==================== clk_div_bank_flat
clk_div_bank_flat/clocks.png
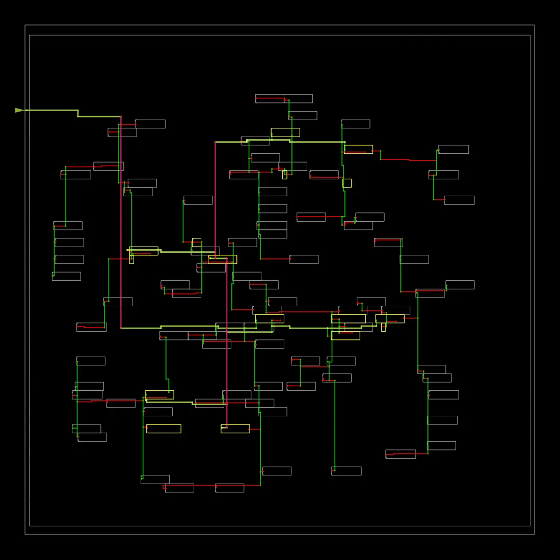
clk_div_bank_flat/io_fan.png
Scale: 3 px per um.
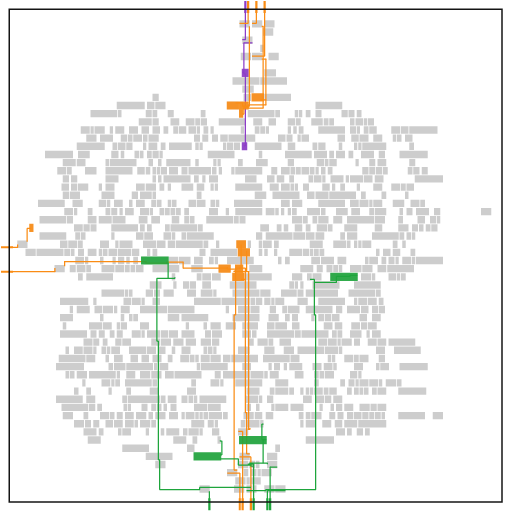
[src/rtl/clk_div_bank_if.sv]
// Divisor-write port of clk_div_bank. The requester drives the master modport
// and the divider bank drives the slave modport.
interface clk_div_bank_if #(
    parameter int DIV_W = 8,
    parameter int CH_W  = 2
);
    logic             cfg_valid;
    logic             cfg_ready;
    logic [CH_W-1:0]  cfg_chan;
    logic [DIV_W-1:0] cfg_div;

    modport master (output cfg_valid, output cfg_chan, output cfg_div, input cfg_ready);
    modport slave  (input cfg_valid, input cfg_chan, input cfg_div, output cfg_ready);
endinterface

[src/rtl/clk_div_bank.sv]
// Bank of run-time programmable divide-by-N enable generators sharing one clock.
// Ratio changes wait for the channel's period boundary so the outputs never glitch.
module clk_div_bank #(
    parameter int CHANNELS = 4,
    parameter int DIV_W    = 8,
    parameter int CH_W     = 2
) (
    input  logic                clk,
    input  logic                reset,
    input  logic                en,
    input  logic                resync,
    clk_div_bank_if.slave       cfg,
    input  logic [CHANNELS-1:0] and_mask,
    output logic [CHANNELS-1:0] div_out,
    output logic [CHANNELS-1:0] tick,
    output logic                Y
);

    localparam logic [DIV_W-1:0] ONE = DIV_W'(1);

    logic [DIV_W-1:0]    r_n   [CHANNELS];
    logic [DIV_W-1:0]    r_cnt [CHANNELS];
    logic [CHANNELS-1:0] r_div;
    logic [CHANNELS-1:0] r_tick;
    logic                r_pend_vld;
    logic [CH_W-1:0]     r_pend_chan;
    logic [DIV_W-1:0]    r_pend_n;

    logic [DIV_W-1:0]    w_n_nxt   [CHANNELS];
    logic [DIV_W-1:0]    w_cnt_nxt [CHANNELS];
    logic [CHANNELS-1:0] w_div_nxt;
    logic [CHANNELS-1:0] w_tick_nxt;
    logic [CHANNELS-1:0] w_wrap;
    logic [CHANNELS-1:0] w_apply;
    logic                w_accept;
    logic                w_in_range;

    // Divisors 0 and 1 cannot make a toggling output, so they run as /2.
    function automatic logic [DIV_W-1:0] f_clamp(input logic [DIV_W-1:0] d);
        return (d < DIV_W'(2)) ? DIV_W'(2) : d;
    endfunction

    function automatic logic f_high(input logic [DIV_W-1:0] cnt, input logic [DIV_W-1:0] n);
        logic [DIV_W:0] half;
        half = ({1'b0, n} + (DIV_W+1)'(1)) >> 1;
        return {1'b0, cnt} < half;
    endfunction

    always_comb begin
        w_accept   = cfg.cfg_valid & ~r_pend_vld;
        w_in_range = int'(cfg.cfg_chan) < CHANNELS;
        w_div_nxt  = r_div;
        w_tick_nxt = '0;
        w_wrap     = '0;
        w_apply    = '0;
        for (int i = 0; i < CHANNELS; i++) begin
            w_wrap[i]    = (r_cnt[i] == (r_n[i] - ONE));
            // A pending ratio lands either on resync or exactly at the wrap to count 0.
            w_apply[i]   = r_pend_vld && (int'(r_pend_chan) == i) && (resync || (en && w_wrap[i]));
            w_n_nxt[i]   = w_apply[i] ? r_pend_n : r_n[i];
            w_cnt_nxt[i] = r_cnt[i];
            if (resync) begin
                w_cnt_nxt[i]  = w_n_nxt[i] - ONE;
                w_div_nxt[i]  = 1'b0;
                w_tick_nxt[i] = 1'b0;
            end else if (en) begin
                w_cnt_nxt[i]  = w_wrap[i] ? '0 : (r_cnt[i] + ONE);
                w_div_nxt[i]  = f_high(w_cnt_nxt[i], w_n_nxt[i]);
                w_tick_nxt[i] = (w_cnt_nxt[i] == '0);
            end
        end
    end

    always_ff @(posedge clk or posedge reset) begin
        if (reset) begin
            for (int i = 0; i < CHANNELS; i++) begin
                r_n[i]   <= DIV_W'(2) << i;
                r_cnt[i] <= (DIV_W'(2) << i) - ONE;
            end
            r_div       <= '0;
            r_tick      <= '0;
            r_pend_vld  <= 1'b0;
            r_pend_chan <= '0;
            r_pend_n    <= '0;
        end else begin
            for (int i = 0; i < CHANNELS; i++) begin
                r_n[i]   <= w_n_nxt[i];
                r_cnt[i] <= w_cnt_nxt[i];
            end
            r_div  <= w_div_nxt;
            r_tick <= w_tick_nxt;
            // Accept and clear are exclusive: accept needs an empty slot, clear a full one.
            if (|w_apply) begin
                r_pend_vld <= 1'b0;
            end else if (w_accept && w_in_range) begin
                r_pend_vld  <= 1'b1;
                r_pend_chan <= cfg.cfg_chan;
                r_pend_n    <= f_clamp(cfg.cfg_div);
            end
        end
    end

    assign cfg.cfg_ready = ~r_pend_vld;
    assign div_out       = r_div;
    assign tick          = r_tick;
    assign Y             = (|and_mask) & (&(r_div | ~and_mask));

endmodule

[src/flat_wrapper.sv]
// flat-port wrapper written by rule: the top's interface ports become plain ports
module clk_div_bank_flat 
#(
    parameter int CHANNELS = 4,
    parameter int DIV_W    = 8,
    parameter int CH_W     = 2
)
  (clk, reset, en, resync, and_mask, div_out, tick, Y, cfg_cfg_valid, cfg_cfg_chan, cfg_cfg_div, cfg_cfg_ready);
  clk_div_bank_if #(.DIV_W(DIV_W), .CH_W(CH_W)) cfg_i ();
  input  logic clk;
  input  logic reset;
  input  logic en;
  input  logic resync;
  input  logic [CHANNELS-1:0] and_mask;
  output logic [CHANNELS-1:0] div_out;
  output logic [CHANNELS-1:0] tick;
  output logic Y;
  input wire logic [$bits(cfg_i.cfg_valid)-1:0] cfg_cfg_valid;
  input wire logic [$bits(cfg_i.cfg_chan)-1:0] cfg_cfg_chan;
  input wire logic [$bits(cfg_i.cfg_div)-1:0] cfg_cfg_div;
  output wire logic [$bits(cfg_i.cfg_ready)-1:0] cfg_cfg_ready;
  assign cfg_i.cfg_valid = cfg_cfg_valid;
  assign cfg_i.cfg_chan = cfg_cfg_chan;
  assign cfg_i.cfg_div = cfg_cfg_div;
  assign cfg_cfg_ready = cfg_i.cfg_ready;
  clk_div_bank #(.CHANNELS(CHANNELS), .DIV_W(DIV_W), .CH_W(CH_W)) u_core (.clk(clk), .reset(reset), .en(en), .resync(resync), .cfg(cfg_i), .and_mask(and_mask), .div_out(div_out), .tick(tick), .Y(Y));
endmodule
[config.mk]
export PLATFORM = sky130hd
export DESIGN_NAME = clk_div_bank_flat
export DESIGN_NICKNAME = d
export VERILOG_FILES = /design/src/rtl/clk_div_bank_if.sv /design/src/rtl/clk_div_bank.sv /design/src/flat_wrapper.sv
export SDC_FILE = /design/constraint.sdc
export NUM_CORES = 1
export LEC_CHECK = 0
export ABC_AREA = 0
export CAP_MARGIN = 10
export CORE_UTILIZATION = 30
export CTS_BUF_LIST = sky130_fd_sc_hd__clkbuf_16
export CTS_CLUSTER_SIZE = 25
export DETAILED_ROUTE_END_ITERATION = 10
export SLEW_MARGIN = 25
export SYNTH_ARGS = -nofsm -noshare
export SYNTH_HDL_FRONTEND = slang
export SYNTH_SLANG_ARGS = --single-unit
[constraint.sdc]
create_clock -name clk -period 4.9 [get_ports clk]
set_clock_uncertainty 0.2 [all_clocks]
set_input_delay 0.49 -clock clk [delete_from_list [all_inputs] [get_ports clk]]
set_output_delay 0.49 -clock clk [all_outputs]
set_load 0.01 [all_outputs]
==> run summary <==
fresh numbers from the pnr run: largest class=multi-input combinational cells, first-pass iteration count of the detailed router=5, worst setup margin=428 ps, met2 GRT Util=29.5%, Syn Area/Cell=8.30 um^2, outcome=finished, final reports clean, R2R Path End=u_core.div_out[2], CP delay by family, top=simple AND/OR/NAND/NOR gates, Dominant combinational family=simple AND/OR/NAND/NOR gates, MI comb cells=between 700 and 800, Signal buffers=50, Signal buf overhead=5.05%, Tmin final=between 4000 and 5000 ps, Well Taps=330, Clock Pin Slew Worst Setup and Hold Paths=70 ps, largest net degree at the start of global routing=46, Top power group=combinational logic, fin util=34.4%, Final Cycle Share=about nine tenths
About clk_div_bank_flat/clocks.png:
Clock Latency Late Sink: 360 ps
Inserted Clock Buffers: 9
P_clk: 0.746 mW

About clk_div_bank_flat/io_fan.png:
legend:
  purple:
    port: cfg_cfg_valid
    bits: 1
    direction: input
    edge: top
    end_cells: 2
    buffers: 1
    wire: 49.1 um
  orange:
    port: cfg_cfg_div
    bits: 8
    direction: input
    edge: 3 bottom, 3 top, 2 left
    end_cells: 10
    buffers: 8
    wire: 479 um
  green:
    port: div_out
    bits: 4
    direction: output
    edge: bottom
    end_cells: 4
    buffers: 4
    wire: 305 um


==================== rx_bit_sampler
`src/rtl/usb_rx_pkg.sv`:
```
// Shared constants and types for the USB full-speed receive path.
// Imported by rx_bit_timer and rx_bit_sampler.
package usb_rx_pkg;

    localparam int CLKS_PER_BIT    = 8;
    localparam int SAMPLE_PHASE    = 4;
    localparam int STUFF_LIMIT     = 6;
    localparam int EOP_SE0_SAMPLES = 2;

    typedef logic [7:0] byte_t;

endpackage

```
`src/rtl/rx_bit_timer.sv`:
```
// Bit-timing recovery: resyncs a phase counter on every D+ transition
// and strobes sample_en once per bit period at mid-bit.
// Ports:
//   clk, n_rst   - clock, async active-low reset
//   d_plus_sync  - synchronized D+
//   rcv_en       - low holds the phase counter at 0
//   sample_en    - one-cycle mid-bit sample strobe
module rx_bit_timer
    import usb_rx_pkg::*;
(
    input  logic clk,
    input  logic n_rst,
    input  logic d_plus_sync,
    input  logic rcv_en,
    output logic sample_en
);

    logic       dp_prev;
    logic       dp_edge;
    logic [3:0] count;
    logic [3:0] count_next;

    assign dp_edge = d_plus_sync ^ dp_prev;

    // An edge restarts the bit at phase 1, taking priority over wrap.
    always_comb begin
        count_next = count + 4'd1;
        if (!rcv_en) begin
            count_next = 4'd0;
        end else if (dp_edge) begin
            count_next = 4'd1;
        end else if (count == 4'(CLKS_PER_BIT)) begin
            count_next = 4'd1;
        end
    end

    always_ff @(posedge clk or negedge n_rst) begin
        if (!n_rst) begin
            dp_prev <= 1'b1;
            count   <= 4'd0;
        end else begin
            dp_prev <= d_plus_sync;
            count   <= count_next;
        end
    end

    assign sample_en = rcv_en && (count == 4'(SAMPLE_PHASE));

endmodule

```
`src/rtl/rx_bit_sampler.sv`:
```
// USB FS receive bit decoder: NRZI decode, bit unstuffing,
// LSB-first byte assembly and SE0-based EOP detection.
// Ports:
//   clk, n_rst                 - clock (8 per bit), async active-low reset
//   d_plus_sync, d_minus_sync  - synchronized line inputs
//   rcv_en                     - low clears decode state (rcv_byte holds)
//   sample_en                  - mid-bit sample strobe
//   rcv_byte, byte_ready       - completed byte and its strobe
//   eop, stuff_err             - end-of-packet and stuff-violation strobes
module rx_bit_sampler
    import usb_rx_pkg::*;
(
    input  logic       clk,
    input  logic       n_rst,
    input  logic       d_plus_sync,
    input  logic       d_minus_sync,
    input  logic       rcv_en,
    output logic       sample_en,
    output logic [7:0] rcv_byte,
    output logic       byte_ready,
    output logic       eop,
    output logic       stuff_err
);

    logic [1:0] se0_cnt, se0_cnt_n;
    logic       nrzi_prev, nrzi_prev_n;
    logic [2:0] ones, ones_n;
    logic [2:0] bitcnt, bitcnt_n;
    byte_t      shreg, shreg_n;
    byte_t      rcv_byte_n;
    logic       byte_ready_n, eop_n, stuff_err_n;
    logic       is_se0;
    logic       dbit;

    rx_bit_timer u_timer (
        .clk         (clk),
        .n_rst       (n_rst),
        .d_plus_sync (d_plus_sync),
        .rcv_en      (rcv_en),
        .sample_en   (sample_en)
    );

    assign is_se0 = !d_plus_sync && !d_minus_sync;
    // NRZI: no transition decodes as 1.
    assign dbit   = (d_plus_sync == nrzi_prev);

    always_comb begin
        se0_cnt_n    = se0_cnt;
        nrzi_prev_n  = nrzi_prev;
        ones_n       = ones;
        bitcnt_n     = bitcnt;
        shreg_n      = shreg;
        rcv_byte_n   = rcv_byte;
        byte_ready_n = 1'b0;
        eop_n        = 1'b0;
        stuff_err_n  = 1'b0;
        if (!rcv_en) begin
            se0_cnt_n   = 2'd0;
            nrzi_prev_n = 1'b1;
            ones_n      = 3'd0;
            bitcnt_n    = 3'd0;
        end else if (sample_en) begin
            if (is_se0) begin
                // SE0 leaves NRZI/stuff/bit state alone until EOP.
                if (se0_cnt == 2'(EOP_SE0_SAMPLES - 1)) begin
                    eop_n       = 1'b1;
                    se0_cnt_n   = 2'd0;
                    bitcnt_n    = 3'd0;
                    ones_n      = 3'd0;
                    nrzi_prev_n = 1'b1;
                    shreg_n     = '0;
                end else begin
                    se0_cnt_n = se0_cnt + 2'd1;
                end
            end else begin
                se0_cnt_n   = 2'd0;
                nrzi_prev_n = d_plus_sync;
                if (ones == 3'(STUFF_LIMIT)) begin
                    // Bit after six ones is dropped; a 1 here is illegal.
                    ones_n = 3'd0;
                    if (dbit) begin
                        stuff_err_n = 1'b1;
                        bitcnt_n    = 3'd0;
                    end
                end else begin
                    ones_n   = dbit ? ones + 3'd1 : 3'd0;
                    shreg_n  = {dbit, shreg[7:1]};
                    bitcnt_n = bitcnt + 3'd1;
                    if (bitcnt == 3'd7) begin
                        rcv_byte_n   = {dbit, shreg[7:1]};
                        byte_ready_n = 1'b1;
                    end
                end
            end
        end
    end

    always_ff @(posedge clk or negedge n_rst) begin
        if (!n_rst) begin
            se0_cnt    <= 2'd0;
            nrzi_prev  <= 1'b1;
            ones       <= 3'd0;
            bitcnt     <= 3'd0;
            shreg      <= '0;
            rcv_byte   <= 8'h00;
            byte_ready <= 1'b0;
            eop        <= 1'b0;
            stuff_err  <= 1'b0;
        end else begin
            se0_cnt    <= se0_cnt_n;
            nrzi_prev  <= nrzi_prev_n;
            ones       <= ones_n;
            bitcnt     <= bitcnt_n;
            shreg      <= shreg_n;
            rcv_byte   <= rcv_byte_n;
            byte_ready <= byte_ready_n;
            eop        <= eop_n;
            stuff_err  <= stuff_err_n;
        end
    end

endmodule

```
`config.mk`:
```
export PLATFORM = sky130hd
export DESIGN_NAME = rx_bit_sampler
export DESIGN_NICKNAME = d
export VERILOG_FILES = /design/src/rtl/usb_rx_pkg.sv /design/src/rtl/rx_bit_timer.sv /design/src/rtl/rx_bit_sampler.sv
export SDC_FILE = /design/constraint.sdc
export NUM_CORES = 1
export LEC_CHECK = 0
export ABC_AREA = 1
export CORE_UTILIZATION = 25
export CTS_CLUSTER_DIAMETER = 60
export DETAILED_ROUTE_END_ITERATION = 8
export PLACE_DENSITY = 0.45
export SYNTH_ARGS = -nofsm -noshare
export SYNTH_HDL_FRONTEND = slang
export SYNTH_SLANG_ARGS = --single-unit
export TNS_END_PERCENT = 20
```
`constraint.sdc`:
```
create_clock -name clk -period 1.85 [get_ports clk]
set_input_delay 0.185 -clock clk [delete_from_list [all_inputs] [get_ports clk]]
set_output_delay 0.185 -clock clk [all_outputs]
set_load 0.02 [all_outputs]
```
rx_bit_sampler/io_fan.png
Scale: 6 px per um.
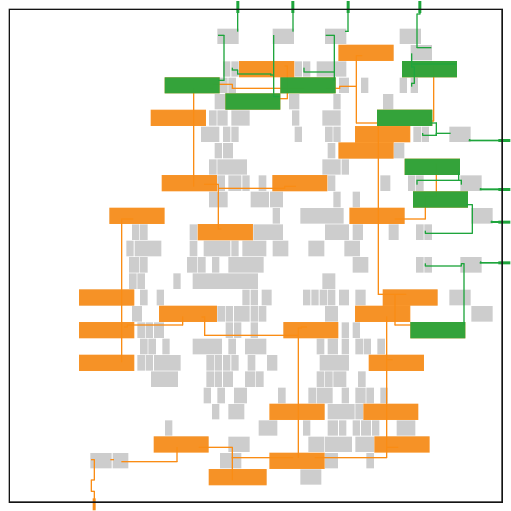
legend:
  green:
    port: rcv_byte
    bits: 8
    direction: output
    edge: 4 right, 4 top
    end_cells: 8
    buffers: 8
    wire: 138 um
  orange:
    port: n_rst
    bits: 1
    direction: input
    edge: bottom
    end_cells: 32
    buffers: 2
    wire: 321 um

==> run summary <==
fresh numbers from the pnr run: first-pass iteration count of the detailed router=4, routed via count=around 1200, clock share of power=around two fifths, fraction of registers with async set/reset=100%, Tmin final=roughly 1600 ps, dpl ws=109 ps, Clock Pin Slew Worst Setup and Hold Paths=70 ps, Die Wd=between 80 and 90 um, Die Y=just over 80 um, Ant. Diodes=0, met3 Use GR=3.00%, Top power group=registers, top cells by count=nand2_1, dfrtp_1, nor2_1, Worst Setup SP=u_timer.count[0], Internal=around 1.2 mW, antenna-violating nets left=0, Yosys Instances=189, Distinct cells, synth=25, cts hold-fix bufs=0, outcome=finished, final reports clean, comb. cell area=approximately 670 um^2, row cnt=28, Syn. warnings=0, yosys xor share=1.65%, met1 Usage GRT=14.4%, Post-synth EDFFs=0, Syn Area/Cell=8.45 um^2
rx_bit_sampler/clocks.png
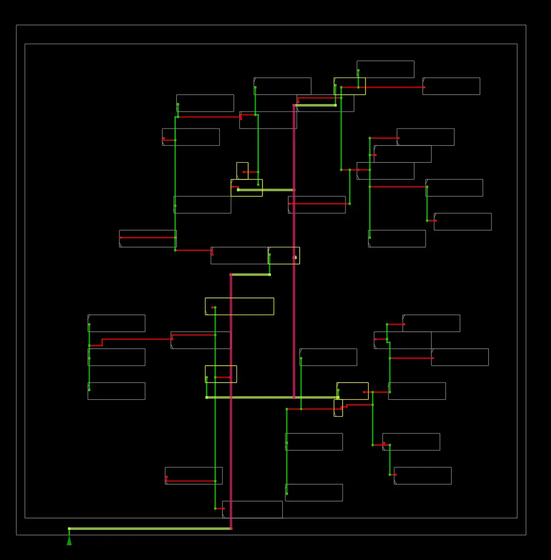
flop count: 32
clk_buf instances: 6


==================== uart_tx_mmio
uart_tx_mmio/layer_met3.png
Scale: 2 px per um.
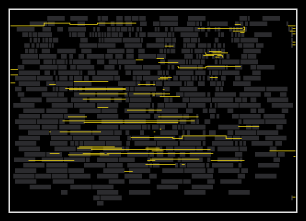
uart_tx_mmio/io_fan.png
Scale: 3 px per um.
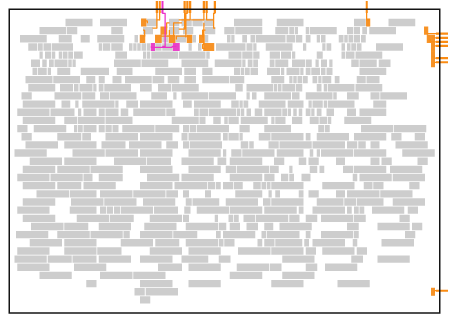
**src/rtl/uart_pkg.sv**
```systemverilog
// uart_pkg
// Shared definitions for the UART peripheral family: serializer state
// encoding, status-register bit positions and the default bit divisor.
// Nothing here is specific to the transmitter.
package uart_pkg;

  // Serializer states. IDLE is the only state that does not drive a frame.
  typedef enum logic [1:0] {
    S_IDLE  = 2'd0,
    S_START = 2'd1,
    S_DATA  = 2'd2,
    S_STOP  = 2'd3
  } txState_e;

  // Bit positions inside the 16-bit status word.
  localparam int ST_EMPTY = 0;
  localparam int ST_FULL  = 1;
  localparam int ST_BUSY  = 2;
  localparam int ST_OVF   = 3;
  localparam int ST_IRQ   = 4;

  // Clock cycles per bit time when the instantiator does not override it.
  localparam int DEFAULT_CLK_DIV = 104;

endpackage

```
**src/rtl/sync_fifo.sv**
```systemverilog
// sync_fifo
// Single-clock first-word-fall-through FIFO. The head entry is always
// visible on dout_o, so a pop consumes the value shown in the same cycle.
// A push while full is only accepted when a pop happens on the same edge,
// which keeps a full FIFO streaming without losing a byte.
//
// Ports:
//   clk_i    in   clock, rising edge
//   rst_i    in   asynchronous active-high reset, empties the FIFO
//   push_i   in   write din_i at the tail
//   pop_i    in   drop the head entry
//   din_i    in   WIDTH write data
//   dout_o   out  WIDTH head entry
//   full_o   out  count equals DEPTH
//   empty_o  out  count equals zero
//   count_o  out  number of stored entries, one bit wider than a pointer
module sync_fifo #(
  parameter int WIDTH = 8,
  parameter int DEPTH = 16
) (
  input  logic                     clk_i,
  input  logic                     rst_i,
  input  logic                     push_i,
  input  logic                     pop_i,
  input  logic [WIDTH-1:0]         din_i,
  output logic [WIDTH-1:0]         dout_o,
  output logic                     full_o,
  output logic                     empty_o,
  output logic [$clog2(DEPTH):0]   count_o
);

  localparam int PTR_W = $clog2(DEPTH);

  logic [WIDTH-1:0] mem [DEPTH];
  logic [PTR_W-1:0] wrPtr_q, wrPtr_d;
  logic [PTR_W-1:0] rdPtr_q, rdPtr_d;
  logic [PTR_W:0]   count_q, count_d;
  logic             wrEn;
  logic             rdEn;

  assign full_o  = (count_q == (PTR_W+1)'(DEPTH));
  assign empty_o = (count_q == '0);
  assign count_o = count_q;
  assign dout_o  = mem[rdPtr_q];

  // Accept a write when there is room, or when the head is leaving on the
  // same edge. Pointers are exactly PTR_W bits, so they wrap on their own.
  always_comb begin
    wrEn    = push_i && (!full_o || pop_i);
    rdEn    = pop_i && !empty_o;
    wrPtr_d = wrPtr_q;
    rdPtr_d = rdPtr_q;
    count_d = count_q;
    if (wrEn) begin
      wrPtr_d = wrPtr_q + PTR_W'(1);
    end
    if (rdEn) begin
      rdPtr_d = rdPtr_q + PTR_W'(1);
    end
    case ({wrEn, rdEn})
      2'b10:   count_d = count_q + (PTR_W+1)'(1);
      2'b01:   count_d = count_q - (PTR_W+1)'(1);
      default: count_d = count_q;
    endcase
  end

  // Pointer and occupancy registers; reset discards any stored entries.
  always_ff @(posedge clk_i or posedge rst_i) begin
    if (rst_i) begin
      wrPtr_q <= '0;
      rdPtr_q <= '0;
      count_q <= '0;
    end else begin
      wrPtr_q <= wrPtr_d;
      rdPtr_q <= rdPtr_d;
      count_q <= count_d;
    end
  end

  // Storage array. It needs no reset because an entry is only ever read
  // after it has been written.
  always_ff @(posedge clk_i) begin
    if (wrEn) begin
      mem[wrPtr_q] <= din_i;
    end
  end

endmodule

```
**src/rtl/uart_tx_mmio.sv**
```systemverilog
// uart_tx_mmio
// Memory-mapped 8N1 UART transmitter. CPU writes to the data address are
// queued in a FIFO and shifted out LSB first; the status address reports
// FIFO and serializer state, and a write to it clears the sticky overflow.
//
// Ports:
//   CLK         in   system clock, rising edge
//   RST         in   asynchronous active-high reset
//   sel_uart    in   decode for the data register
//   sel_status  in   decode for the status register
//   memwrite    in   one-cycle bus write strobe
//   memIn       in   16-bit write data, bits [7:0] used for data writes
//   rdata       out  16-bit read data, combinational from registers
//   tx          out  serial line, idle high
//   irq         out  FIFO empty and serializer idle
module uart_tx_mmio
  import uart_pkg::*;
#(
  parameter int CLK_DIV    = DEFAULT_CLK_DIV,
  parameter int FIFO_DEPTH = 16
) (
  input  logic        CLK,
  input  logic        RST,
  input  logic        sel_uart,
  input  logic        sel_status,
  input  logic        memwrite,
  input  logic [15:0] memIn,
  output logic [15:0] rdata,
  output logic        tx,
  output logic        irq
);

  localparam int DIV_W = $clog2(CLK_DIV);
  localparam int CNT_W = $clog2(FIFO_DEPTH) + 1;

  txState_e         state_q, state_d;
  logic [DIV_W-1:0] divCnt_q, divCnt_d;
  logic [2:0]       bitCnt_q, bitCnt_d;
  logic [7:0]       shift_q, shift_d;
  logic             tx_q, tx_d;
  logic             ovf_q, ovf_d;
  logic [7:0]       lastByte_q, lastByte_d;

  logic             uartWr;
  logic             statusWr;
  logic             fifoPop;
  logic             fifoFull;
  logic             fifoEmpty;
  logic [7:0]       fifoDout;
  logic [CNT_W-1:0] fifoCount;
  logic             divDone;
  logic             busy;
  logic             unusedBits;

  assign uartWr     = memwrite & sel_uart;
  assign statusWr   = memwrite & sel_status;
  assign divDone    = (divCnt_q == DIV_W'(CLK_DIV - 1));
  assign busy       = (state_q != S_IDLE);
  assign irq        = fifoEmpty & ~busy;
  assign tx         = tx_q;
  assign unusedBits = ^{memIn[15:8], fifoCount};

  sync_fifo #(
    .WIDTH (8),
    .DEPTH (FIFO_DEPTH)
  ) u_fifo (
    .clk_i   (CLK),
    .rst_i   (RST),
    .push_i  (uartWr),
    .pop_i   (fifoPop),
    .din_i   (memIn[7:0]),
    .dout_o  (fifoDout),
    .full_o  (fifoFull),
    .empty_o (fifoEmpty),
    .count_o (fifoCount)
  );

  // Serializer next-state logic. The divisor counter restarts on every
  // state entry, and STOP reloads straight into START when more data is
  // waiting so consecutive frames abut without an idle cycle. The line
  // level is computed from the next state so tx is a clean flop output.
  always_comb begin
    state_d  = state_q;
    divCnt_d = divCnt_q;
    bitCnt_d = bitCnt_q;
    shift_d  = shift_q;
    fifoPop  = 1'b0;
    unique case (state_q)
      S_IDLE: begin
        if (!fifoEmpty) begin
          fifoPop  = 1'b1;
          shift_d  = fifoDout;
          bitCnt_d = '0;
          divCnt_d = '0;
          state_d  = S_START;
        end
      end
      S_START: begin
        if (divDone) begin
          divCnt_d = '0;
          state_d  = S_DATA;
        end else begin
          divCnt_d = divCnt_q + DIV_W'(1);
        end
      end
      S_DATA: begin
        if (divDone) begin
          divCnt_d = '0;
          shift_d  = {1'b0, shift_q[7:1]};
          bitCnt_d = bitCnt_q + 3'd1;
          if (bitCnt_q == 3'd7) begin
            state_d = S_STOP;
          end
        end else begin
          divCnt_d = divCnt_q + DIV_W'(1);
        end
      end
      S_STOP: begin
        if (divDone) begin
          divCnt_d = '0;
          if (!fifoEmpty) begin
            fifoPop  = 1'b1;
            shift_d  = fifoDout;
            bitCnt_d = '0;
            state_d  = S_START;
          end else begin
            state_d = S_IDLE;
          end
        end else begin
          divCnt_d = divCnt_q + DIV_W'(1);
        end
      end
      default: state_d = S_IDLE;
    endcase

    unique case (state_d)
      S_START: tx_d = 1'b0;
      S_DATA:  tx_d = shift_d[0];
      default: tx_d = 1'b1;
    endcase
  end

  // Bus-side state: the sticky overflow flag and the last byte written.
  // An overflow on the same edge as a status clear leaves the flag set.
  always_comb begin
    ovf_d      = ovf_q;
    lastByte_d = lastByte_q;
    if (statusWr) begin
      ovf_d = 1'b0;
    end
    if (uartWr && fifoFull && !fifoPop) begin
      ovf_d = 1'b1;
    end
    if (uartWr) begin
      lastByte_d = memIn[7:0];
    end
  end

  // All peripheral registers. Reset forces the line high at once.
  always_ff @(posedge CLK or posedge RST) begin
    if (RST) begin
      state_q    <= S_IDLE;
      divCnt_q   <= '0;
      bitCnt_q   <= '0;
      shift_q    <= '0;
      tx_q       <= 1'b1;
      ovf_q      <= 1'b0;
      lastByte_q <= '0;
    end else begin
      state_q    <= state_d;
      divCnt_q   <= divCnt_d;
      bitCnt_q   <= bitCnt_d;
      shift_q    <= shift_d;
      tx_q       <= tx_d;
      ovf_q      <= ovf_d;
      lastByte_q <= lastByte_d;
    end
  end

  // Read mux. The status select wins if both decodes are active.
  always_comb begin
    rdata = '0;
    if (sel_status) begin
      rdata[ST_EMPTY] = fifoEmpty;
      rdata[ST_FULL]  = fifoFull;
      rdata[ST_BUSY]  = busy;
      rdata[ST_OVF]   = ovf_q;
      rdata[ST_IRQ]   = irq;
    end else if (sel_uart) begin
      rdata = {8'h00, lastByte_q};
    end
  end

endmodule

```
**config.mk**
```make
export PLATFORM = sky130hd
export DESIGN_NAME = uart_tx_mmio
export DESIGN_NICKNAME = d
export VERILOG_FILES = /design/src/rtl/uart_pkg.sv /design/src/rtl/sync_fifo.sv /design/src/rtl/uart_tx_mmio.sv
export SDC_FILE = /design/constraint.sdc
export NUM_CORES = 1
export LEC_CHECK = 0
export CAP_MARGIN = 5
export CORE_ASPECT_RATIO = 0.7
export CORE_UTILIZATION = 55
export DETAILED_ROUTE_END_ITERATION = 8
export MAX_ROUTING_LAYER = met4
export PLACE_DENSITY = 0.74
export SETUP_SLACK_MARGIN = 0.5
export SYNTH_ARGS = -nofsm -noshare
export SYNTH_HDL_FRONTEND = slang
export SYNTH_HIERARCHICAL = 1
export SYNTH_SLANG_ARGS = --single-unit
```
**constraint.sdc**
```tcl
create_clock -name CLK -period 6.9 [get_ports CLK]
set_clock_uncertainty 0.2 [all_clocks]
set_input_delay 0.69 -clock CLK [delete_from_list [all_inputs] [get_ports CLK]]
set_output_delay 0.69 -clock CLK [all_outputs]
set_load 0.02 [all_outputs]
```
==> run summary <==
fresh numbers from the pnr run: outcome=finished, final reports clean, Yosys top cell by area=edfxtp_1, largest net degree at the start of global routing=33, antenna-violating nets left=0, wire length on met1=7.30 mm, sw power=0.622 mW, yosys xor share=1.14%, CTS Sinks=171, flop count=171, Log Warnings=42, clock share of power=approximately two fifths, fill count=approximately 940, Worst Max-Slew Pin Slew=1020 ps, switching portion of total power=25.7%, P_clk=0.949 mW, combinational power=0.249 mW, post-CTS setup buffers=0, GP Congestion=0.920, R2R Path End=u_fifo/count_o[4], crit path kind=reg2reg, H-tree lvl count=4, R2R Setup Slk=2750 ps, Yosys Instances=around 520, Inserted Clock Buffers=17, Seq pwr share=between 50 and 60%, Mapped Cells=524, Top reg by flops=u_fifo/mem, crit path to=u_fifo/count_o[4], setup TNS=0 ps, Combinational Power Share=10.3%
Notes on uart_tx_mmio/layer_met3.png above:
main direction: horizontal
wire length on this layer: 934 um
share of all routed wire: 6.2%
nets with wire on the layer: 55
longest straight run: 65.8 um

Notes on uart_tx_mmio/io_fan.png above:
legend:
  magenta:
    port: memwrite
    bits: 1
    direction: input
    edge: top
    end_cells: 2
    buffers: 1
    wire: 22.5 um
  orange:
    port: rdata
    bits: 16
    direction: output
    edge: 9 top, 7 right
    end_cells: 16
    buffers: 8
    wire: 110 um


==================== sram_like_bridge_flat
sram_like_bridge_flat/io_fan.png
Scale: 4 px per um.
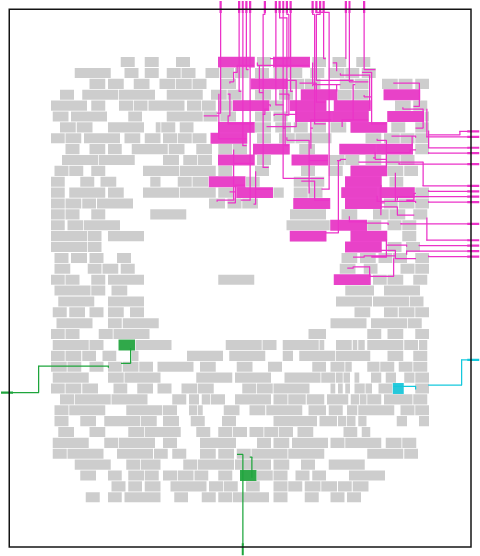
<file path="src/rtl/sram_like_bridge_pkg.sv">
// Shared types and constants for the CPU SRAM port to sram-like bus bridge.
package sram_like_bridge_pkg;

  localparam int unsigned SizeW = 2;

  typedef enum logic [1:0] {
    StIdle,
    StReq,
    StWait,
    StDone
  } state_e;

  typedef enum logic [SizeW-1:0] {
    SizeByte = 2'd0,
    SizeHalf = 2'd1,
    SizeWord = 2'd2
  } size_e;

  localparam logic [2:0] KSEG0 = 3'b100;
  localparam logic [2:0] KSEG1 = 3'b101;

endpackage

</file>
<file path="src/rtl/sram_like_bridge_if.sv">
// CPU-side SRAM port and sram-like bus signals of one bridge instance.
interface sram_like_bridge_if
  import sram_like_bridge_pkg::*;
#(
  parameter int unsigned ADDR_W = 32,
  parameter int unsigned DATA_W = 32
);
  logic                  cpu_en;
  logic [DATA_W/8-1:0]   cpu_wen;
  logic [SizeW-1:0]      cpu_size;
  logic [ADDR_W-1:0]     cpu_addr;
  logic [DATA_W-1:0]     cpu_wdata;
  logic                  cpu_cancel;
  logic [DATA_W-1:0]     cpu_rdata;
  logic                  cpu_stall;

  logic                  bus_req;
  logic                  bus_wr;
  logic [SizeW-1:0]      bus_size;
  logic [ADDR_W-1:0]     bus_addr;
  logic [DATA_W-1:0]     bus_wdata;
  logic                  bus_uncached;
  logic                  bus_addr_ok;
  logic                  bus_data_ok;
  logic [DATA_W-1:0]     bus_rdata;
  logic                  bus_err;

  // Bridge view.
  modport slave (
    input  cpu_en, cpu_wen, cpu_size, cpu_addr, cpu_wdata, cpu_cancel,
    output cpu_rdata, cpu_stall,
    output bus_req, bus_wr, bus_size, bus_addr, bus_wdata, bus_uncached, bus_err,
    input  bus_addr_ok, bus_data_ok, bus_rdata
  );

  // Pipeline plus downstream bus view.
  modport master (
    output cpu_en, cpu_wen, cpu_size, cpu_addr, cpu_wdata, cpu_cancel,
    input  cpu_rdata, cpu_stall,
    input  bus_req, bus_wr, bus_size, bus_addr, bus_wdata, bus_uncached, bus_err,
    output bus_addr_ok, bus_data_ok, bus_rdata
  );
endinterface

</file>
<file path="src/rtl/sram_like_bridge_addr_seg_map.sv">
// kseg0/kseg1 virtual-to-physical mapping with uncached flag; purely combinational.
module sram_like_bridge_addr_seg_map
  import sram_like_bridge_pkg::*;
#(
  parameter int unsigned ADDR_W     = 32,
  parameter bit          SEG_MAP_EN = 1'b1
) (
  input  logic [ADDR_W-1:0] vaddr,
  output logic [ADDR_W-1:0] paddr,
  output logic              uncached
);
  logic [2:0] top;

  assign top = vaddr[ADDR_W-1 -: 3];

  always_comb begin
    uncached = (top == KSEG1);
    paddr    = vaddr;
    if (SEG_MAP_EN && ((top == KSEG0) || (top == KSEG1))) begin
      paddr = {3'b000, vaddr[ADDR_W-4:0]};
    end
  end
endmodule

</file>
<file path="src/rtl/sram_like_bridge.sv">
// Blocking CPU SRAM port to split-transaction sram-like bus, one outstanding access.
module sram_like_bridge
  import sram_like_bridge_pkg::*;
#(
  parameter int unsigned ADDR_W     = 32,
  parameter int unsigned DATA_W     = 32,
  parameter bit          SEG_MAP_EN = 1'b1,
  parameter int unsigned TIMEOUT    = 0
) (
  input  logic                clk,
  input  logic                resetn,
  sram_like_bridge_if.slave   br
);
  localparam int unsigned CntW = (TIMEOUT > 2) ? $clog2(TIMEOUT) : 1;

  state_e              state_q;
  logic                bus_req_q, wr_q, uncached_q, err_q, drop_q, stray_q;
  logic [SizeW-1:0]    size_q;
  logic [ADDR_W-1:0]   addr_q;
  logic [DATA_W-1:0]   wdata_q, rdata_q;
  logic [CntW-1:0]     cnt_q;

  logic [ADDR_W-1:0]   paddr;
  logic                uncached;
  logic                drop_now, rsp;

  sram_like_bridge_addr_seg_map #(
    .ADDR_W    (ADDR_W),
    .SEG_MAP_EN(SEG_MAP_EN)
  ) u_seg_map (
    .vaddr   (br.cpu_addr),
    .paddr   (paddr),
    .uncached(uncached)
  );

  assign drop_now = drop_q | br.cpu_cancel;
  // A response owed to a timed-out access must not complete the next one.
  assign rsp      = br.bus_data_ok & ~stray_q;

  always_ff @(posedge clk or negedge resetn) begin
    if (!resetn) begin
      state_q    <= StIdle;
      bus_req_q  <= 1'b0;
      wr_q       <= 1'b0;
      uncached_q <= 1'b0;
      err_q      <= 1'b0;
      drop_q     <= 1'b0;
      stray_q    <= 1'b0;
      size_q     <= '0;
      addr_q     <= '0;
      wdata_q    <= '0;
      rdata_q    <= '0;
      cnt_q      <= '0;
    end else begin
      if (stray_q && br.bus_data_ok) stray_q <= 1'b0;
      unique case (state_q)
        StIdle: begin
          if (br.cpu_en) begin
            state_q    <= StReq;
            bus_req_q  <= 1'b1;
            wr_q       <= |br.cpu_wen;
            size_q     <= br.cpu_size;
            addr_q     <= paddr;
            wdata_q    <= br.cpu_wdata;
            uncached_q <= uncached;
            drop_q     <= 1'b0;
          end
        end
        StReq: begin
          if (br.cpu_cancel) drop_q <= 1'b1;
          if (br.bus_addr_ok) begin
            bus_req_q <= 1'b0;
            if (rsp) begin
              state_q <= drop_now ? StIdle : StDone;
              if (!drop_now && !wr_q) rdata_q <= br.bus_rdata;
            end else begin
              state_q <= StWait;
              cnt_q   <= '0;
              err_q   <= (TIMEOUT == 32'd1);
            end
          end
        end
        StWait: begin
          if (br.cpu_cancel) drop_q <= 1'b1;
          if (err_q) begin
            // Timeout wins over a same-cycle response.
            state_q <= drop_now ? StIdle : StDone;
            err_q   <= 1'b0;
            stray_q <= ~br.bus_data_ok;
            if (!drop_now) rdata_q <= '0;
          end else if (rsp) begin
            state_q <= drop_now ? StIdle : StDone;
            if (!drop_now && !wr_q) rdata_q <= br.bus_rdata;
          end else begin
            cnt_q <= cnt_q + CntW'(1);
            err_q <= (TIMEOUT != 0) && (cnt_q + CntW'(1) == CntW'(TIMEOUT - 1));
          end
        end
        StDone: state_q <= StIdle;
      endcase
    end
  end

  assign br.cpu_stall    = resetn & ((state_q == StReq) || (state_q == StWait) ||
                                     ((state_q == StIdle) && br.cpu_en));
  assign br.cpu_rdata    = rdata_q;
  assign br.bus_req      = bus_req_q;
  assign br.bus_wr       = wr_q;
  assign br.bus_size     = size_q;
  assign br.bus_addr     = addr_q;
  assign br.bus_wdata    = wdata_q;
  assign br.bus_uncached = uncached_q;
  assign br.bus_err      = err_q;
endmodule

</file>
<file path="src/flat_wrapper.sv">
// flat-port wrapper written by rule: the top's interface ports become plain ports
module sram_like_bridge_flat import sram_like_bridge_pkg::*;
#(
  parameter int unsigned ADDR_W     = 32,
  parameter int unsigned DATA_W     = 32,
  parameter bit          SEG_MAP_EN = 1'b1,
  parameter int unsigned TIMEOUT    = 0
)
  (clk, resetn, br_cpu_en, br_cpu_wen, br_cpu_size, br_cpu_addr, br_cpu_wdata, br_cpu_cancel, br_cpu_rdata, br_cpu_stall, br_bus_req, br_bus_wr, br_bus_size, br_bus_addr, br_bus_wdata, br_bus_uncached, br_bus_err, br_bus_addr_ok, br_bus_data_ok, br_bus_rdata);
  sram_like_bridge_if #(.ADDR_W(ADDR_W), .DATA_W(DATA_W)) br_i ();
  input  logic clk;
  input  logic resetn;
  input wire logic [$bits(br_i.cpu_en)-1:0] br_cpu_en;
  input wire logic [$bits(br_i.cpu_wen)-1:0] br_cpu_wen;
  input wire logic [$bits(br_i.cpu_size)-1:0] br_cpu_size;
  input wire logic [$bits(br_i.cpu_addr)-1:0] br_cpu_addr;
  input wire logic [$bits(br_i.cpu_wdata)-1:0] br_cpu_wdata;
  input wire logic [$bits(br_i.cpu_cancel)-1:0] br_cpu_cancel;
  output wire logic [$bits(br_i.cpu_rdata)-1:0] br_cpu_rdata;
  output wire logic [$bits(br_i.cpu_stall)-1:0] br_cpu_stall;
  output wire logic [$bits(br_i.bus_req)-1:0] br_bus_req;
  output wire logic [$bits(br_i.bus_wr)-1:0] br_bus_wr;
  output wire logic [$bits(br_i.bus_size)-1:0] br_bus_size;
  output wire logic [$bits(br_i.bus_addr)-1:0] br_bus_addr;
  output wire logic [$bits(br_i.bus_wdata)-1:0] br_bus_wdata;
  output wire logic [$bits(br_i.bus_uncached)-1:0] br_bus_uncached;
  output wire logic [$bits(br_i.bus_err)-1:0] br_bus_err;
  input wire logic [$bits(br_i.bus_addr_ok)-1:0] br_bus_addr_ok;
  input wire logic [$bits(br_i.bus_data_ok)-1:0] br_bus_data_ok;
  input wire logic [$bits(br_i.bus_rdata)-1:0] br_bus_rdata;
  assign br_i.cpu_en = br_cpu_en;
  assign br_i.cpu_wen = br_cpu_wen;
  assign br_i.cpu_size = br_cpu_size;
  assign br_i.cpu_addr = br_cpu_addr;
  assign br_i.cpu_wdata = br_cpu_wdata;
  assign br_i.cpu_cancel = br_cpu_cancel;
  assign br_cpu_rdata = br_i.cpu_rdata;
  assign br_cpu_stall = br_i.cpu_stall;
  assign br_bus_req = br_i.bus_req;
  assign br_bus_wr = br_i.bus_wr;
  assign br_bus_size = br_i.bus_size;
  assign br_bus_addr = br_i.bus_addr;
  assign br_bus_wdata = br_i.bus_wdata;
  assign br_bus_uncached = br_i.bus_uncached;
  assign br_bus_err = br_i.bus_err;
  assign br_i.bus_addr_ok = br_bus_addr_ok;
  assign br_i.bus_data_ok = br_bus_data_ok;
  assign br_i.bus_rdata = br_bus_rdata;
  sram_like_bridge #(.ADDR_W(ADDR_W), .DATA_W(DATA_W), .SEG_MAP_EN(SEG_MAP_EN), .TIMEOUT(TIMEOUT)) u_core (.clk(clk), .resetn(resetn), .br(br_i));
endmodule
</file>
<file path="config.mk">
export PLATFORM = sky130hd
export DESIGN_NAME = sram_like_bridge_flat
export DESIGN_NICKNAME = d
export VERILOG_FILES = /design/src/rtl/sram_like_bridge_pkg.sv /design/src/rtl/sram_like_bridge_if.sv /design/src/rtl/sram_like_bridge_addr_seg_map.sv /design/src/rtl/sram_like_bridge.sv /design/src/flat_wrapper.sv
export SDC_FILE = /design/constraint.sdc
export NUM_CORES = 1
export LEC_CHECK = 0
export CORE_ASPECT_RATIO = 1.2
export CORE_MARGIN = 10
export CORE_UTILIZATION = 40
export DETAILED_ROUTE_END_ITERATION = 8
export GPL_TIMING_DRIVEN = 1
export PLACE_DENSITY = 0.85
export SYNTH_ARGS = -nofsm -noshare
export SYNTH_HDL_FRONTEND = slang
export SYNTH_HIERARCHICAL = 1
export SYNTH_SLANG_ARGS = --single-unit
</file>
<file path="constraint.sdc">
create_clock -name clk -period 2.3 [get_ports clk]
set_input_delay 0.46 -clock clk [delete_from_list [all_inputs] [get_ports clk]]
set_output_delay 0.46 -clock clk [all_outputs]
set_load 0.02 [all_outputs]
</file>
==> run summary <==
fresh numbers from the pnr run: outcome=finished, final reports clean, Yosys Instances=286, dominant logic cell type in the layout=clkdlybuf4s50_1, busiest grt layer=met2, Total Routing Usage GR=14.3%, Max-Cap Viols=0, clock share of power=17.8%, Hold Fails Final Rpt=0, Init Core Util=41.0%, multi-input gate share of total cell area=21.2%, Log Warnings=31, max incr delay on CP=400 ps, crit path DRT=~1800 ps, Final Cycle Share=94.3%, antenna-violating nets left=0, Mapped Cells=286, Final setup violation count=0, startpoint type of the worst setup path=register, Non-CTS inverters=5, ao+oa area frac=under 10%, Worst Setup SP=u_core/state_q[0]
About sram_like_bridge_flat/io_fan.png:
legend:
  magenta:
    port: br_cpu_rdata
    bits: 32
    direction: output
    edge: 18 top, 14 right
    end_cells: 32
    buffers: 32
    wire: 1190 um
  green:
    port: br_cpu_size
    bits: 2
    direction: input
    edge: 1 left, 1 bottom
    end_cells: 2
    buffers: 2
    wire: 66.7 um
  cyan:
    port: br_cpu_stall
    bits: 1
    direction: output
    edge: right
    end_cells: 1
    buffers: 1
    wire: 22.4 um


==================== bpu_act_pool_flat
bpu_act_pool_flat/placement_by_type.png
Scale: 1.5 px per um.
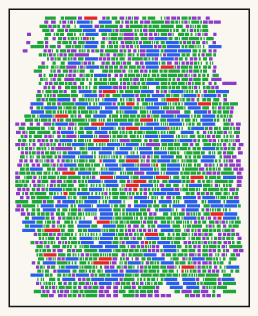
bpu_act_pool_flat/io_fan.png
Scale: 2 px per um.
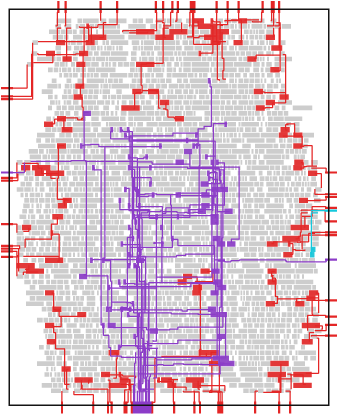
bpu_act_pool_flat/clocks.png
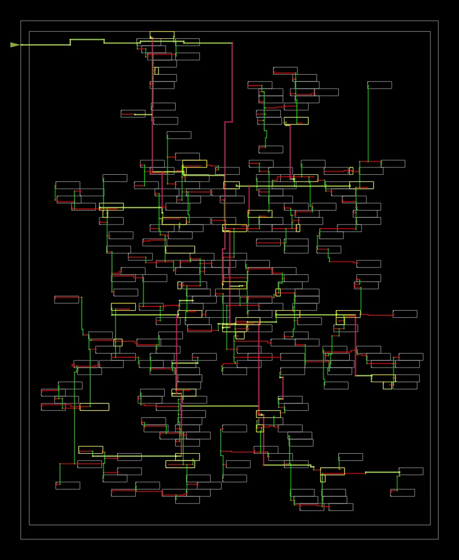
**config.mk**
```make
export PLATFORM = sky130hd
export DESIGN_NAME = bpu_act_pool_flat
export DESIGN_NICKNAME = d
export VERILOG_FILES = /design/src/rtl/bnn_pkg.sv /design/src/rtl/bpu_act_pool_if.sv /design/src/rtl/bnn_out_fifo.sv /design/src/rtl/bpu_act_pool.sv /design/src/flat_wrapper.sv
export SDC_FILE = /design/constraint.sdc
export NUM_CORES = 1
export LEC_CHECK = 0
export CORE_ASPECT_RATIO = 1.25
export CORE_MARGIN = 3
export CORE_UTILIZATION = 56
export CTS_BUF_LIST = sky130_fd_sc_hd__clkbuf_16
export DETAILED_ROUTE_END_ITERATION = 12
export GPL_TIMING_DRIVEN = 1
export PLACE_DENSITY_LB_ADDON = 0.3
export SLEW_MARGIN = 20
export SYNTH_ARGS = -nofsm -noshare
export SYNTH_HDL_FRONTEND = slang
export SYNTH_SLANG_ARGS = --single-unit
```
**constraint.sdc**
```tcl
create_clock -name clk -period 3.65 [get_ports clk]
set_input_delay 0.73 -clock clk [delete_from_list [all_inputs] [get_ports clk]]
set_output_delay 0.73 -clock clk [all_outputs]
set_load 0.05 [all_outputs]
```
**src/rtl/bnn_pkg.sv**
```systemverilog
// Shared types and constants for the BNN output stage (bpu_act_pool and helpers).
package bnn_pkg;

  localparam int NUM_BPU = 8;   // channels per pass, one per BPU
  localparam int IN_W    = 7;   // width of one signed BPU partial sum
  localparam int ACC_W   = 12;  // accumulator / threshold width

  typedef logic signed [IN_W-1:0]  psum_t;
  typedef logic signed [ACC_W-1:0] acc_t;

  // Saturation limits of the accumulator
  localparam acc_t ACC_MAX = acc_t'((1 << (ACC_W-1)) - 1);
  localparam acc_t ACC_MIN = acc_t'(-(1 << (ACC_W-1)));

  // Add a sign-extended partial sum to an accumulator, clamping instead of wrapping
  function automatic acc_t sat_add(input acc_t a, input psum_t b);
    logic signed [ACC_W:0] s;
    s = (ACC_W+1)'(a) + (ACC_W+1)'(b);
    if (s > (ACC_W+1)'(ACC_MAX))      return ACC_MAX;
    else if (s < (ACC_W+1)'(ACC_MIN)) return ACC_MIN;
    else                              return s[ACC_W-1:0];
  endfunction

endpackage

```
**src/rtl/bpu_act_pool_if.sv**
```systemverilog
// Result stream toward the feature-map writeback: valid/ready with an 8-bit word.
interface bpu_act_pool_if;
  logic       out_valid;
  logic       out_ready;
  logic [7:0] out_data;

  modport master (output out_valid, output out_data, input out_ready);
  modport slave  (input out_valid, input out_data, output out_ready);
endinterface

```
**src/rtl/bnn_out_fifo.sv**
```systemverilog
// Two-entry, 8-bit FIFO. A push while full is only accepted when a pop happens
// in the same cycle; otherwise the word is ignored (the caller flags overflow).
module bnn_out_fifo (
  input  logic       clk,
  input  logic       rst,
  input  logic       push,
  input  logic [7:0] push_data,
  input  logic       pop,
  output logic [7:0] rd_data,
  output logic       full,
  output logic       empty,
  output logic [1:0] count
);

  logic [7:0] mem [2];
  logic       wr_ptr;
  logic       rd_ptr;
  logic       wr_en;
  logic       rd_en;

  assign full    = (count == 2'd2);
  assign empty   = (count == 2'd0);
  assign rd_en   = pop && !empty;
  assign wr_en   = push && (!full || rd_en);
  assign rd_data = mem[rd_ptr];

  // Storage, pointers and occupancy
  always_ff @(posedge clk or negedge rst) begin
    if (!rst) begin
      mem[0] <= '0;
      mem[1] <= '0;
      wr_ptr <= 1'b0;
      rd_ptr <= 1'b0;
      count  <= 2'd0;
    end else begin
      if (wr_en) begin
        mem[wr_ptr] <= push_data;
        wr_ptr      <= !wr_ptr;
      end
      if (rd_en) rd_ptr <= !rd_ptr;
      unique case ({wr_en, rd_en})
        2'b10:   count <= count + 2'd1;
        2'b01:   count <= count - 2'd1;
        default: count <= count;
      endcase
    end
  end

endmodule

```
**src/rtl/bpu_act_pool.sv**
```systemverilog
// Accumulates per-BPU popcount sums across passes, binarises each channel against
// its threshold, optionally 2x2 max-pools (macro BPU_ACT_POOL_EN) and queues the
// packed 8-bit result in a 2-entry output buffer.
module bpu_act_pool
  import bnn_pkg::*;
(
  input  logic                   clk,
  input  logic                   rst,
  input  logic                   enable,
  input  psum_t [NUM_BPU-1:0]    bpu_out,
  input  logic                   acc_en,
  input  logic                   acc_clr,
  input  logic                   acc_last,
  input  logic                   thr_load,
  input  logic [2:0]             thr_sel,
  input  acc_t                   thr_data,
  bpu_act_pool_if.master         out_if,
  output logic                   stall,
  output logic                   overflow
);

  acc_t             acc  [NUM_BPU];
  acc_t             thr  [NUM_BPU];
  acc_t             fsum [NUM_BPU];
  logic [NUM_BPU-1:0] bits;
  logic             fire;
  logic             push;
  logic [7:0]       push_data;
  logic             pop;
  logic             full;
  logic             empty;
  logic [1:0]       count;

  assign fire = enable && acc_en && acc_last;

  // Saturated next sum per channel (acc_clr restarts from zero) and its sign bit
  always_comb begin
    for (int i = 0; i < NUM_BPU; i++) begin
      fsum[i] = sat_add(acc_clr ? acc_t'(0) : acc[i], $signed(bpu_out[i]));
      bits[i] = (fsum[i] >= thr[i]);
    end
  end

  // Accumulators: add, restart, clear, or auto-clear after the final pass
  always_ff @(posedge clk or negedge rst) begin
    if (!rst) begin
      for (int i = 0; i < NUM_BPU; i++) acc[i] <= '0;
    end else if (enable) begin
      for (int i = 0; i < NUM_BPU; i++) begin
        if (acc_en)       acc[i] <= acc_last ? acc_t'(0) : fsum[i];
        else if (acc_clr) acc[i] <= '0;
      end
    end
  end

  // Threshold table; a write in the same cycle as acc_last is seen by the next word
  // NOTE: this small table is reset because the reset value (0) is architecturally visible.
  always_ff @(posedge clk or negedge rst) begin
    if (!rst) begin
      for (int i = 0; i < NUM_BPU; i++) thr[i] <= '0;
    end else if (enable && thr_load) begin
      thr[thr_sel] <= thr_data;
    end
  end

`ifdef BPU_ACT_POOL_EN
  logic [1:0] pool_cnt;
  logic [7:0] pool_bits;

  assign push      = fire && (pool_cnt == 2'd3);
  assign push_data = pool_bits | bits;

  // 2x2 max-pool of binary maps: OR four results, emit on the fourth
  always_ff @(posedge clk or negedge rst) begin
    if (!rst) begin
      pool_cnt  <= 2'd0;
      pool_bits <= '0;
    end else if (fire) begin
      if (pool_cnt == 2'd3) begin
        pool_cnt  <= 2'd0;
        pool_bits <= '0;
      end else begin
        pool_cnt  <= pool_cnt + 2'd1;
        pool_bits <= pool_bits | bits;
      end
    end
  end
`else
  assign push      = fire;
  assign push_data = bits;
`endif

  assign pop = out_if.out_valid && out_if.out_ready;

  bnn_out_fifo u_fifo (
    .clk       (clk),
    .rst       (rst),
    .push      (push),
    .push_data (push_data),
    .pop       (pop),
    .rd_data   (out_if.out_data),
    .full      (full),
    .empty     (empty),
    .count     (count)
  );

  assign out_if.out_valid = !empty;
  assign stall            = (count == 2'd2);

  // Sticky drop flag: a completed word arrived with no room and no pop
  always_ff @(posedge clk or negedge rst) begin
    if (!rst)                     overflow <= 1'b0;
    else if (push && full && !pop) overflow <= 1'b1;
  end

endmodule

```
**src/flat_wrapper.sv**
```systemverilog
// flat-port wrapper written by rule: the top's interface ports become plain ports
module bpu_act_pool_flat import bnn_pkg::*;
  (clk, rst, enable, bpu_out, acc_en, acc_clr, acc_last, thr_load, thr_sel, thr_data, stall, overflow, out_if_out_valid, out_if_out_data, out_if_out_ready);
  bpu_act_pool_if out_if_i ();
  input  logic clk;
  input  logic rst;
  input  logic enable;
  input  psum_t [NUM_BPU-1:0] bpu_out;
  input  logic acc_en;
  input  logic acc_clr;
  input  logic acc_last;
  input  logic thr_load;
  input  logic [2:0] thr_sel;
  input  acc_t thr_data;
  output logic stall;
  output logic overflow;
  output wire logic [$bits(out_if_i.out_valid)-1:0] out_if_out_valid;
  output wire logic [$bits(out_if_i.out_data)-1:0] out_if_out_data;
  input wire logic [$bits(out_if_i.out_ready)-1:0] out_if_out_ready;
  assign out_if_out_valid = out_if_i.out_valid;
  assign out_if_out_data = out_if_i.out_data;
  assign out_if_i.out_ready = out_if_out_ready;
  bpu_act_pool u_core (.clk(clk), .rst(rst), .enable(enable), .bpu_out(bpu_out), .acc_en(acc_en), .acc_clr(acc_clr), .acc_last(acc_last), .thr_load(thr_load), .thr_sel(thr_sel), .thr_data(thr_data), .out_if(out_if_i), .stall(stall), .overflow(overflow));
endmodule
```
==> run summary <==
fresh numbers from the pnr run: Detail Route met3 WL=4.07 mm, initial antenna violation count=0, outcome=complete, but fails checks, yosys xor share=2.94%, Final setup violation count=12, R2R Path End=u_core.u_fifo.mem[4], Top cells by area=dfrtp_1, ha_1, o21ai_0, nand2_1, nor2b_1, Die Y=about 200 um, Max-Cap Viols=0, largest class=multi-input combinational cells, placed insts=2622, comb. cell area=0.0118 mm^2, failing checks=setup timing, routed via count=17000, Log Warnings=29, worst setup margin=-515 ps
About bpu_act_pool_flat/placement_by_type.png:
legend:
  green:
    class: combinational and other logic
    cells: 1610
    share_of_their_area: 54%
  purple:
    class: other buffers and delay cells
    cells: 506
    share_of_their_area: 19%
  blue:
    class: flops
    cells: 213
    share_of_their_area: 23%
  red:
    class: clock drivers and dummy loads
    cells: 39
    share_of_their_area: 3.2%

About bpu_act_pool_flat/io_fan.png:
legend:
  purple:
    port: thr_data
    bits: 12
    direction: input
    edge: 10 bottom, 1 left, 1 right
    end_cells: 96
    buffers: 12
    wire: 3540 um
  red:
    port: bpu_out
    bits: 56
    direction: input
    edge: 18 top, 17 bottom, 11 right, 10 left
    end_cells: 104
    buffers: 67
    wire: 2110 um
  cyan:
    port: out_if_out_ready
    bits: 1
    direction: input
    edge: right
    end_cells: 2
    buffers: 1
    wire: 33.4 um

About bpu_act_pool_flat/clocks.png:
flop count: 213
Worst Clk Skew: 28.2 ps
clk_buf instances: 22
P_clk: 2.33 mW



==> gallery <==
Clock wires, drivers and flops.
panel A
Scale: 3 px per um.
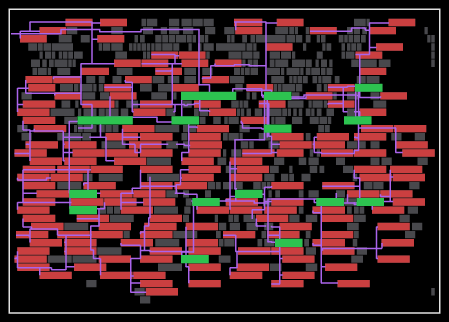
panel B
Scale: 3 px per um.
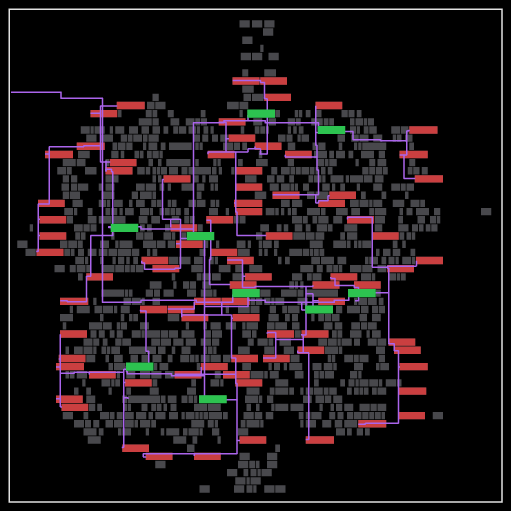
panel C
Scale: 4 px per um.
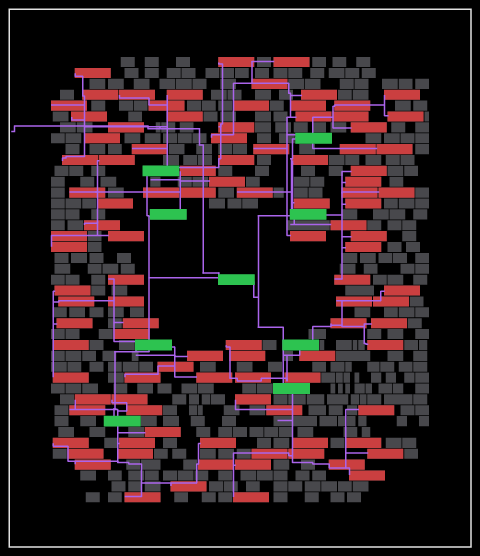
panel D
Scale: 2 px per um.
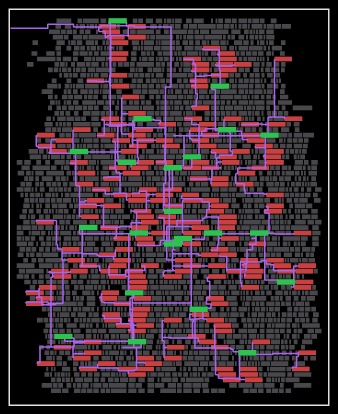
panel E
Scale: 6 px per um.
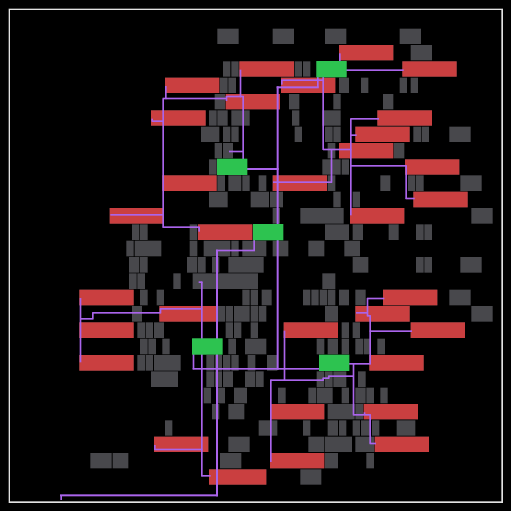
panel A: uart_tx_mmio
panel C: sram_like_bridge_flat
panel B: clk_div_bank_flat
panel D: bpu_act_pool_flat
panel E: rx_bit_sampler
Of these, fewest sequential cells: panel E

Key to panel C:
legend:
  red:
    item: flip-flops
    count: 104
  purple:
    item: clock wires
    length: 1200 um
  green:
    item: clock drivers
    count: 9
routed clock nets: 10
flops lie: widely spread

Power figures rest on the tool's default switching activity, not on a simulated workload.
